######## alu_z_stage_flat ########
### Sequential cells grouped by signal name, alu_z_stage_flat

(2 px per µm)
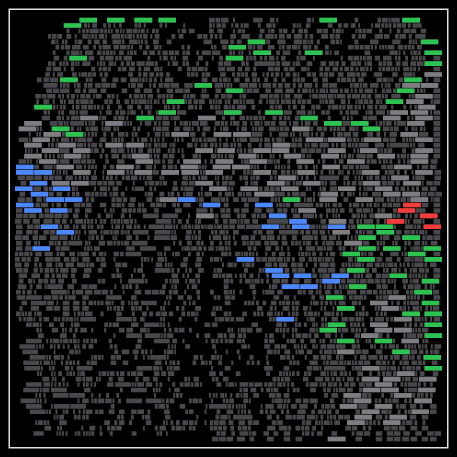

[src/rtl/alu_pkg.sv]
// Shared ALU definitions: widths, op encodings and the per-iteration
// Booth / restoring-division step functions used by the sequential core.
package alu_pkg;

  localparam int unsigned DATA_W = 32;
  localparam int unsigned ITERS  = 32;
  localparam int unsigned CNT_W  = $clog2(ITERS);

  typedef enum logic [3:0] {
    OP_AND  = 4'd0,
    OP_OR   = 4'd1,
    OP_ADD  = 4'd2,
    OP_SUB  = 4'd3,
    OP_SHR  = 4'd4,
    OP_SHRA = 4'd5,
    OP_SHL  = 4'd6,
    OP_ROR  = 4'd7,
    OP_ROL  = 4'd8,
    OP_NEG  = 4'd9,
    OP_NOT  = 4'd10,
    OP_MUL  = 4'd11,
    OP_DIV  = 4'd12
  } op_e;

  // hi is one bit wider so Booth accumulation survives a -2^31 multiplicand
  typedef struct packed {
    logic [DATA_W:0]   hi;
    logic [DATA_W-1:0] lo;
    logic              q;
  } work_t;

  function automatic work_t booth_step(input work_t w, input logic [DATA_W-1:0] a);
    work_t           r;
    logic [DATA_W:0] acc;
    case ({w.lo[0], w.q})
      2'b01:   acc = w.hi + {a[DATA_W-1], a};
      2'b10:   acc = w.hi - {a[DATA_W-1], a};
      default: acc = w.hi;
    endcase
    r.hi = {acc[DATA_W], acc[DATA_W:1]};
    r.lo = {acc[0], w.lo[DATA_W-1:1]};
    r.q  = w.lo[0];
    return r;
  endfunction

  function automatic work_t div_step(input work_t w, input logic [DATA_W-1:0] d);
    work_t           r;
    logic [DATA_W:0] rem;
    rem  = {w.hi[DATA_W-1:0], w.lo[DATA_W-1]};
    r.lo = {w.lo[DATA_W-2:0], 1'b0};
    r.q  = 1'b0;
    if (rem >= {1'b0, d}) begin
      rem     = rem - {1'b0, d};
      r.lo[0] = 1'b1;
    end
    r.hi = rem;
    return r;
  endfunction

  function automatic logic [DATA_W-1:0] mag(input logic [DATA_W-1:0] v);
    return v[DATA_W-1] ? -v : v;
  endfunction

endpackage

[src/rtl/alu_z_stage_if.sv]
// Bus-side signal bundle of the ALU/Z stage.
interface alu_z_stage_if;
  import alu_pkg::*;

  logic [DATA_W-1:0] bus_in;
  logic              y_in;
  logic [3:0]        op;
  logic              start;
  logic [DATA_W-1:0] zhi;
  logic [DATA_W-1:0] zlo;
  logic              busy;
  logic              done;

  modport master (output bus_in, y_in, op, start, input zhi, zlo, busy, done);
  modport slave  (input bus_in, y_in, op, start, output zhi, zlo, busy, done);
endinterface

[src/rtl/seq_muldiv_core.sv]
// Sequential signed multiplier (radix-2 Booth) / restoring divider, one
// iteration per clock; result valid while done is high.
module seq_muldiv_core
  import alu_pkg::*;
(
  input  logic                clock,
  input  logic                clear,
  input  logic                start,
  input  logic                is_div,
  input  logic [DATA_W-1:0]   a,
  input  logic [DATA_W-1:0]   b,
  output logic                busy,
  output logic                done,
  output logic [2*DATA_W-1:0] result
);

  typedef enum logic [1:0] {S_IDLE, S_RUN, S_FINISH} state_e;

  state_e            state, state_n;
  logic [CNT_W-1:0]  cnt;
  work_t             w, w_src, w_next;
  logic [DATA_W-1:0] a_r, d_r, opnd, quo, rem;
  logic              div_r, neg_q, neg_r, bz_r, div_sel;

  always_comb begin
    state_n = state;
    case (state)
      S_IDLE:   if (start) state_n = S_RUN;
      S_RUN:    if (cnt == CNT_W'(ITERS - 1)) state_n = S_FINISH;
      S_FINISH: state_n = S_IDLE;
      default:  state_n = S_IDLE;
    endcase
  end

  // Iteration 0 runs on the capture edge from the raw operands, so the
  // 32nd iteration lands one edge before FINISH hands the result over.
  always_comb begin
    if (state == S_IDLE) begin
      div_sel  = is_div;
      w_src    = '0;
      w_src.lo = is_div ? mag(a) : b;
      opnd     = is_div ? mag(b) : a;
    end else begin
      div_sel = div_r;
      w_src   = w;
      opnd    = div_r ? d_r : a_r;
    end
    w_next = div_sel ? div_step(w_src, opnd) : booth_step(w_src, opnd);
  end

  always_ff @(posedge clock or negedge clear) begin
    if (!clear) begin
      state <= S_IDLE;
      cnt   <= '0;
      w     <= '0;
      a_r   <= '0;
      d_r   <= '0;
      div_r <= 1'b0;
      neg_q <= 1'b0;
      neg_r <= 1'b0;
      bz_r  <= 1'b0;
    end else begin
      state <= state_n;
      if (state == S_IDLE && start) begin
        w     <= w_next;
        cnt   <= CNT_W'(1);
        a_r   <= a;
        d_r   <= mag(b);
        div_r <= is_div;
        neg_q <= a[DATA_W-1] ^ b[DATA_W-1];
        neg_r <= a[DATA_W-1];
        bz_r  <= (b == '0);
      end else if (state == S_RUN) begin
        w   <= w_next;
        cnt <= cnt + CNT_W'(1);
      end
    end
  end

  always_comb begin
    quo = neg_q ? -w.lo : w.lo;
    rem = neg_r ? -w.hi[DATA_W-1:0] : w.hi[DATA_W-1:0];
    if (!div_r)    result = {w.hi[DATA_W-1:0], w.lo};
    else if (bz_r) result = {a_r, {DATA_W{1'b1}}};
    else           result = {rem, quo};
  end

  assign busy = (state != S_IDLE);
  assign done = (state == S_FINISH);

endmodule

[src/rtl/alu_z_stage.sv]
// ALU with Y operand register and 64-bit Z result register; logic/shift ops
// complete in one cycle, MUL/DIV go through seq_muldiv_core.
module alu_z_stage
  import alu_pkg::*;
#(
  parameter int unsigned DATA_W = alu_pkg::DATA_W
) (
  input  logic         clock,
  input  logic         clear,
  alu_z_stage_if.slave zif
);

  logic [DATA_W-1:0]   y, opb, res, zhi_r, zlo_r;
  logic [4:0]          amt;
  logic [2*DATA_W-1:0] dbl_r, dbl_l, core_res;
  logic                core_busy, core_done, done_r, accept, is_seq, is_div;

  assign accept = zif.start && !core_busy;
  assign is_div = (zif.op == OP_DIV);
  assign is_seq = (zif.op == OP_MUL) || is_div;

  always_comb begin
    opb   = zif.bus_in;
    amt   = opb[4:0];
    dbl_r = {y, y} >> amt;
    dbl_l = {y, y} << amt;
    res   = '0;
    case (zif.op)
      OP_AND:  res = y & opb;
      OP_OR:   res = y | opb;
      OP_ADD:  res = y + opb;
      OP_SUB:  res = y - opb;
      OP_SHR:  res = y >> amt;
      OP_SHRA: res = $signed(y) >>> amt;
      OP_SHL:  res = y << amt;
      OP_ROR:  res = dbl_r[DATA_W-1:0];
      OP_ROL:  res = dbl_l[2*DATA_W-1:DATA_W];
      OP_NEG:  res = -y;
      OP_NOT:  res = ~y;
      default: res = '0;
    endcase
  end

  seq_muldiv_core u_core (
    .clock  (clock),
    .clear  (clear),
    .start  (accept && is_seq),
    .is_div (is_div),
    .a      (y),
    .b      (opb),
    .busy   (core_busy),
    .done   (core_done),
    .result (core_res)
  );

  always_ff @(posedge clock or negedge clear) begin
    if (!clear) begin
      y      <= '0;
      zhi_r  <= '0;
      zlo_r  <= '0;
      done_r <= 1'b0;
    end else begin
      if (zif.y_in) y <= zif.bus_in;
      done_r <= 1'b0;
      if (core_done) begin
        {zhi_r, zlo_r} <= core_res;
        done_r         <= 1'b1;
      end else if (accept && !is_seq) begin
        zhi_r  <= '0;
        zlo_r  <= res;
        done_r <= 1'b1;
      end
    end
  end

  assign zif.zhi  = zhi_r;
  assign zif.zlo  = zlo_r;
  assign zif.busy = core_busy;
  assign zif.done = done_r;

endmodule

[src/flat_wrapper.sv]
// flat-port wrapper written by rule: the top's interface ports become plain ports
module alu_z_stage_flat import alu_pkg::*;
#(
  parameter int unsigned DATA_W = alu_pkg::DATA_W
)
  (clock, clear, zif_bus_in, zif_y_in, zif_op, zif_start, zif_zhi, zif_zlo, zif_busy, zif_done);
  alu_z_stage_if zif_i ();
  input  logic clock;
  input  logic clear;
  input wire logic [$bits(zif_i.bus_in)-1:0] zif_bus_in;
  input wire logic [$bits(zif_i.y_in)-1:0] zif_y_in;
  input wire logic [$bits(zif_i.op)-1:0] zif_op;
  input wire logic [$bits(zif_i.start)-1:0] zif_start;
  output wire logic [$bits(zif_i.zhi)-1:0] zif_zhi;
  output wire logic [$bits(zif_i.zlo)-1:0] zif_zlo;
  output wire logic [$bits(zif_i.busy)-1:0] zif_busy;
  output wire logic [$bits(zif_i.done)-1:0] zif_done;
  assign zif_i.bus_in = zif_bus_in;
  assign zif_i.y_in = zif_y_in;
  assign zif_i.op = zif_op;
  assign zif_i.start = zif_start;
  assign zif_zhi = zif_i.zhi;
  assign zif_zlo = zif_i.zlo;
  assign zif_busy = zif_i.busy;
  assign zif_done = zif_i.done;
  alu_z_stage #(.DATA_W(DATA_W)) u_core (.clock(clock), .clear(clear), .zif(zif_i));
endmodule
[config.mk]
export PLATFORM = sky130hd
export DESIGN_NAME = alu_z_stage_flat
export DESIGN_NICKNAME = d
export VERILOG_FILES = /design/src/rtl/alu_pkg.sv /design/src/rtl/alu_z_stage_if.sv /design/src/rtl/seq_muldiv_core.sv /design/src/rtl/alu_z_stage.sv /design/src/flat_wrapper.sv
export SDC_FILE = /design/constraint.sdc
export NUM_CORES = 2
export LEC_CHECK = 0
export CAP_MARGIN = 10
export CORE_MARGIN = 2
export CORE_UTILIZATION = 60
export CTS_BUF_LIST = sky130_fd_sc_hd__clkbuf_8
export DETAILED_ROUTE_END_ITERATION = 10
export PLACE_DENSITY = 0.82
export SETUP_SLACK_MARGIN = 0.02
export SLEW_MARGIN = 5
export SYNTH_ARGS = -nofsm -noshare
export SYNTH_HDL_FRONTEND = slang
export SYNTH_SLANG_ARGS = --single-unit
[constraint.sdc]
create_clock -name clock -period 11 [get_ports clock]
set_input_delay 2.2 -clock clock [delete_from_list [all_inputs] [get_ports clock]]
set_output_delay 2.2 -clock clock [all_outputs]
set_load 0.02 [all_outputs]
######## rv_irq_ctrl ########
**src/rtl/rv_irq_ctrl.sv**
```systemverilog
// rv_irq_ctrl: edge-latching, round-robin interrupt controller that drives a
// single level interrupt into the core's exception unit. Firmware enables
// sources, inspects/clears pending, claims the winning ID and signals
// completion through a four-entry register port.
module rv_irq_ctrl #(
  parameter int G_NUM_SRC = 8
) (
  input  logic                 clk_i,
  input  logic                 rst_i,
  input  logic [G_NUM_SRC-1:0] irq_src_i,
  input  logic [1:0]           reg_sel_i,
  input  logic                 reg_we_i,
  input  logic                 reg_re_i,
  input  logic [31:0]          reg_wdata_i,
  output logic [31:0]          reg_rdata_o,
  output logic                 irq_o
);

  localparam logic [1:0] SEL_ENABLE   = 2'd0;
  localparam logic [1:0] SEL_PENDING  = 2'd1;
  localparam logic [1:0] SEL_CLAIM    = 2'd2;
  localparam logic [1:0] SEL_COMPLETE = 2'd3;

  localparam logic [5:0] NUM_SRC_W = 6'(G_NUM_SRC);

  typedef enum logic [1:0] {
    S_IDLE    = 2'd0,
    S_ASSERT  = 2'd1,
    S_CLAIMED = 2'd2
  } state_t;

  state_t                 state_q, state_d;
  logic [G_NUM_SRC-1:0]   enable_q, enable_d;
  logic [G_NUM_SRC-1:0]   pending_q, pending_d;
  logic [G_NUM_SRC-1:0]   src_q;
  logic [4:0]             rr_ptr_q, rr_ptr_d;
  logic [4:0]             cur_id_q, cur_id_d;
  logic                   irq_q, irq_d;

  logic [G_NUM_SRC-1:0]   rise;
  logic [G_NUM_SRC-1:0]   cand;
  logic [G_NUM_SRC-1:0]   cur_mask;
  logic [G_NUM_SRC-1:0]   w1c_mask;
  logic [G_NUM_SRC-1:0]   claim_mask;
  logic [G_NUM_SRC-1:0]   pend_after_w1c;
  logic [G_NUM_SRC-1:0]   rot;
  logic [4:0]             win_off;
  logic [5:0]             win_sum;
  logic [4:0]             win_id;
  logic [5:0]             rr_next;
  logic                   wr_enable, wr_pending, wr_complete, rd_claim;
  logic                   unused_wdata;

  // Register-port strobes decoded once so every consumer sees the same view.
  assign wr_enable   = reg_we_i && (reg_sel_i == SEL_ENABLE);
  assign wr_pending  = reg_we_i && (reg_sel_i == SEL_PENDING);
  assign wr_complete = reg_we_i && (reg_sel_i == SEL_COMPLETE);
  assign rd_claim    = reg_re_i && (reg_sel_i == SEL_CLAIM);

  // Only the low G_NUM_SRC bits (and [4:0] for COMPLETE) carry meaning.
  assign unused_wdata = ^reg_wdata_i;

  assign rise     = irq_src_i & ~src_q;
  assign cand     = pending_q & enable_q;
  assign cur_mask = G_NUM_SRC'(1) << cur_id_q;
  assign w1c_mask = wr_pending ? reg_wdata_i[G_NUM_SRC-1:0] : '0;

  // A claim only clears the bit while the request is actually being presented.
  assign claim_mask = ((state_q == S_ASSERT) && rd_claim) ? cur_mask : '0;

  // Set beats clear when an edge and a clear land on the same bit.
  assign pend_after_w1c = (pending_q & ~w1c_mask) | rise;
  assign pending_d      = (pending_q & ~(w1c_mask | claim_mask)) | rise;
  assign enable_d       = wr_enable ? reg_wdata_i[G_NUM_SRC-1:0] : enable_q;

  // Round-robin pick: rotate candidates so rr_ptr sits at bit 0, take the
  // lowest set bit, then map the offset back to an absolute source ID.
  always_comb begin
    rot     = G_NUM_SRC'({cand, cand} >> rr_ptr_q);
    win_off = '0;
    for (int k = G_NUM_SRC - 1; k >= 0; k--) begin
      if (rot[k]) win_off = 5'(k);
    end
    win_sum = {1'b0, rr_ptr_q} + {1'b0, win_off};
    if (win_sum >= NUM_SRC_W) win_sum = win_sum - NUM_SRC_W;
    win_id = win_sum[4:0];
  end

  // Pointer value that makes the just-completed source lowest priority next.
  always_comb begin
    rr_next = {1'b0, cur_id_q} + 6'd1;
    if (rr_next >= NUM_SRC_W) rr_next = '0;
  end

  // Next-state logic: present one winner, hold it until claim or until its
  // pending/enable bit vanishes, then wait for the matching completion.
  always_comb begin
    state_d  = state_q;
    cur_id_d = cur_id_q;
    rr_ptr_d = rr_ptr_q;
    unique case (state_q)
      S_IDLE: begin
        if (|cand) begin
          state_d  = S_ASSERT;
          cur_id_d = win_id;
        end
      end
      S_ASSERT: begin
        if (rd_claim) begin
          state_d = S_CLAIMED;
        end else if (!(|(pend_after_w1c & enable_d & cur_mask))) begin
          state_d = S_IDLE;
        end
      end
      S_CLAIMED: begin
        if (wr_complete && (reg_wdata_i[4:0] == cur_id_q)) begin
          state_d  = S_IDLE;
          rr_ptr_d = rr_next[4:0];
        end
      end
      default: state_d = S_IDLE;
    endcase
    irq_d = (state_d == S_ASSERT);
  end

  // State and data registers with synchronous reset.
  always_ff @(posedge clk_i) begin
    if (rst_i) begin
      state_q   <= S_IDLE;
      enable_q  <= '0;
      pending_q <= '0;
      src_q     <= '0;
      rr_ptr_q  <= '0;
      cur_id_q  <= '0;
      irq_q     <= 1'b0;
    end else begin
      state_q   <= state_d;
      enable_q  <= enable_d;
      pending_q <= pending_d;
      src_q     <= irq_src_i;
      rr_ptr_q  <= rr_ptr_d;
      cur_id_q  <= cur_id_d;
      irq_q     <= irq_d;
    end
  end

  // Read mux reflects current state; CLAIM shows the ID only while asserting.
  always_comb begin
    reg_rdata_o = '0;
    unique case (reg_sel_i)
      SEL_ENABLE:   reg_rdata_o[G_NUM_SRC-1:0] = enable_q;
      SEL_PENDING:  reg_rdata_o[G_NUM_SRC-1:0] = pending_q;
      SEL_CLAIM: begin
        if (state_q == S_ASSERT) reg_rdata_o = {1'b1, 26'b0, cur_id_q};
      end
      SEL_COMPLETE: reg_rdata_o[0] = (state_q == S_CLAIMED);
      default:      reg_rdata_o = '0;
    endcase
  end

  assign irq_o = irq_q;

endmodule

```
**config.mk**
```make
export PLATFORM = sky130hd
export DESIGN_NAME = rv_irq_ctrl
export DESIGN_NICKNAME = d
export VERILOG_FILES = /design/src/rtl/rv_irq_ctrl.sv
export SDC_FILE = /design/constraint.sdc
export NUM_CORES = 1
export LEC_CHECK = 0
export CAP_MARGIN = 25
export CORE_UTILIZATION = 30
export DETAILED_ROUTE_END_ITERATION = 10
export SYNTH_ARGS = -nofsm -noshare
export SYNTH_HDL_FRONTEND = slang
export SYNTH_SLANG_ARGS = --single-unit
```
**constraint.sdc**
```tcl
create_clock -name clk_i -period 5.4 [get_ports clk_i]
set_input_delay 1.08 -clock clk_i [delete_from_list [all_inputs] [get_ports clk_i]]
set_output_delay 1.08 -clock clk_i [all_outputs]
set_load 0.01 [all_outputs]
```
### Met1 routing, rv_irq_ctrl

(6 px per µm) Supply wires on this layer in grey. Cells faint in the background.
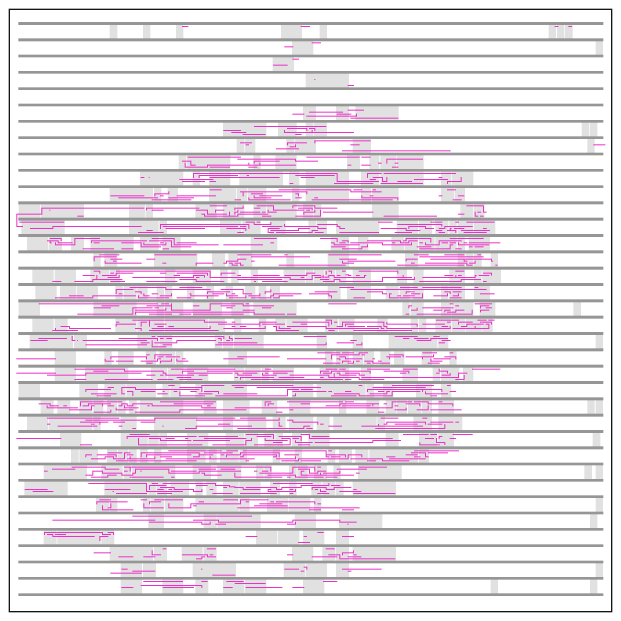
The layer holds 47% of the routed length. The layer carries 3,560 µm of wire.
detailed-route via count: 2,636
Routed Wire Length: 7.65 mm
global routing usage on met1: 0.205

==> impl_metrics.yaml, rv_irq_ctrl <==
# synthesis and place-and-route metrics
outcome:
  outcome: "completed"
power:
  pwr.group.combinational_uw: 95.7
  vdd.ir_drop.worst_v: 0.000158
routing:
  drtAntennaViolNets: 0
  dr.first_iter.drc_count: 134
final_layout:
  area.combinational_um2: 1910
  n_all_inverters: 7
  multiInputCombCellCount: 304
  nFlopsAndLatches: 37
  buf_share: 0.104
  layout.cells.most_common: "nand2_1"
sta:
  report.final.setup_viol: 0
  setup_tns_ns: 0
die:
  chipWidth_um: 100
  fp.dieH_um: 100
critical_path:
  path_max_fanout: 19
logic_synthesis:
  yosys.area_share.simple: 0.304
  fraction_of_registers_with_async_set_or_reset_after_synthesis: 0
  enable_flop_cells: 0
  yosys-stat-cells: 374
  synth-area-yosys_um2: 2890
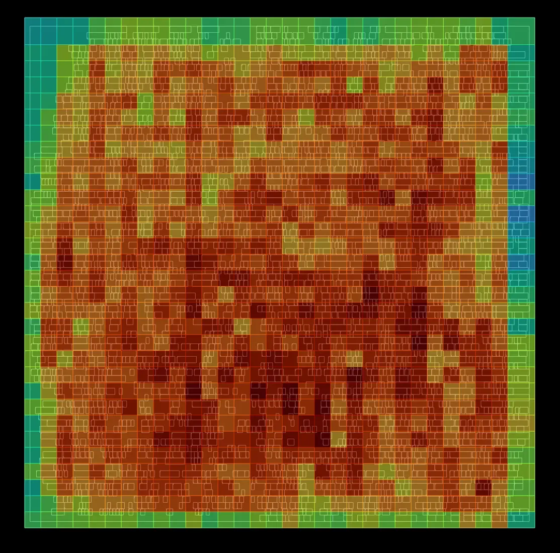
*Congestion heat map, alu_z_stage_flat*
grt met2 use: 0.664
fraction of met3 tracks used by global routing: 0.220
global-route total usage across every layer: 0.485
average wire length per cell after detail routing: 27.7 µm

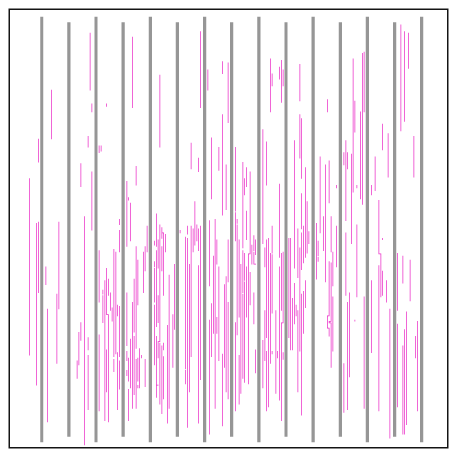
*The metal 4 layer, alu_z_stage_flat*
(2 px per µm) Supply wires on this layer in grey.
The layer carries 7,180 µm of wire. The wires run mostly vertical. 179 nets have wire on it.
Routed Wire Length: 118 mm
detailed-route via count: 30,600

About 'Sequential cells grouped by signal name' of alu_z_stage_flat:
Key: green = `u_core.u_core.w` [sequential cells 66, where spread over the die]; blue = `u_core.y` [sequential cells 32, where a band across the middle]; red = `u_core.u_core.cnt` [sequential cells 5, where right middle]
Another 134 sequential cells are not coloured.

==> impl_metrics.yaml, alu_z_stage_flat <==
# synthesis and place-and-route metrics
sta:
  timing.fmax_mhz: 111
placement:
  place_hpwl_mm: 85.9
  dp_worst_setup_slack_ns: 1.67
critical_path:
  crit_path_to: "u_core.u_core.w[64]$_DFFE_PN0P_"
  critical-path-top-cell-by-count: "nor3_1"
  r2r_slack_ns: 3.92
  crit_path_start: "zif_op[2]"
final_layout:
  area_share_clock_buf_inv: 0.0324
  layout.nets: 3777
  final_cell_mix: "nand2_1 (442), nor2_1 (395), a21oi_1 (366)"
  n_all_inverters: 66
  nFlopsAndLatches: 237
  fin_area_um2: 29900
  area.share.combinational: 0.678
  area.share.sequential: 0.199
  clk_buffers: 54
logic_synthesis:
  enable_flop_cells: 0
  ys.flops: 237
  yosys-stat-cells: 3705
die:
  core-area_um2: 45400
  fp.dieArea_um2: 47800
  top_level_ports: 106
power:
  power_mw: 9.73
  power_switching_mw: 5.27
job:
  max_cap_violations: 0
outcome:
  outcome: "completed"
clock_network:
  clk_latency_ns: 0.65
  cts.sink_count: 237
worst_hold_path:
  hp-start: "u_core.zif.zhi[9]$_DFFE_PN0P_"


==> layout pictures side by side <==
Routed metal, one colour a layer.
(a)
(2 px per µm) Two of the layers only.
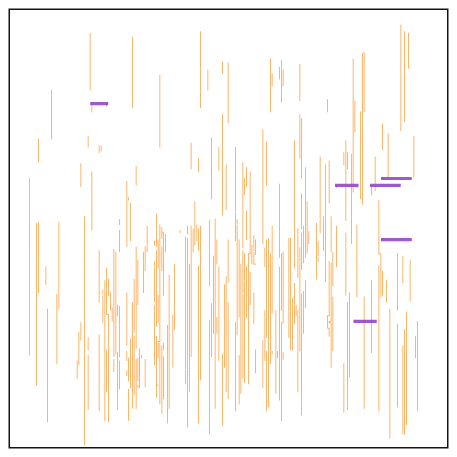
(b)
(4 px per µm) Two of the layers only.
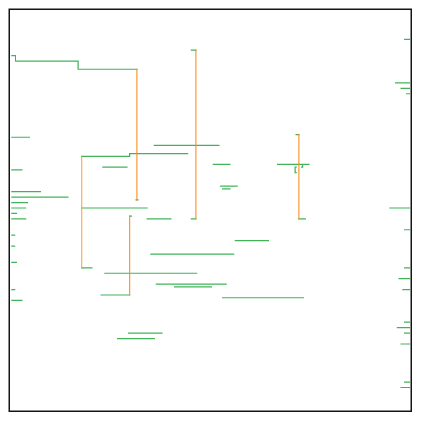
The one with the largest die is (a).
The one with the most wire is (a).
(b) comes from rv_irq_ctrl.
(a) comes from alu_z_stage_flat.

Power and IR drop assume default switching activity.
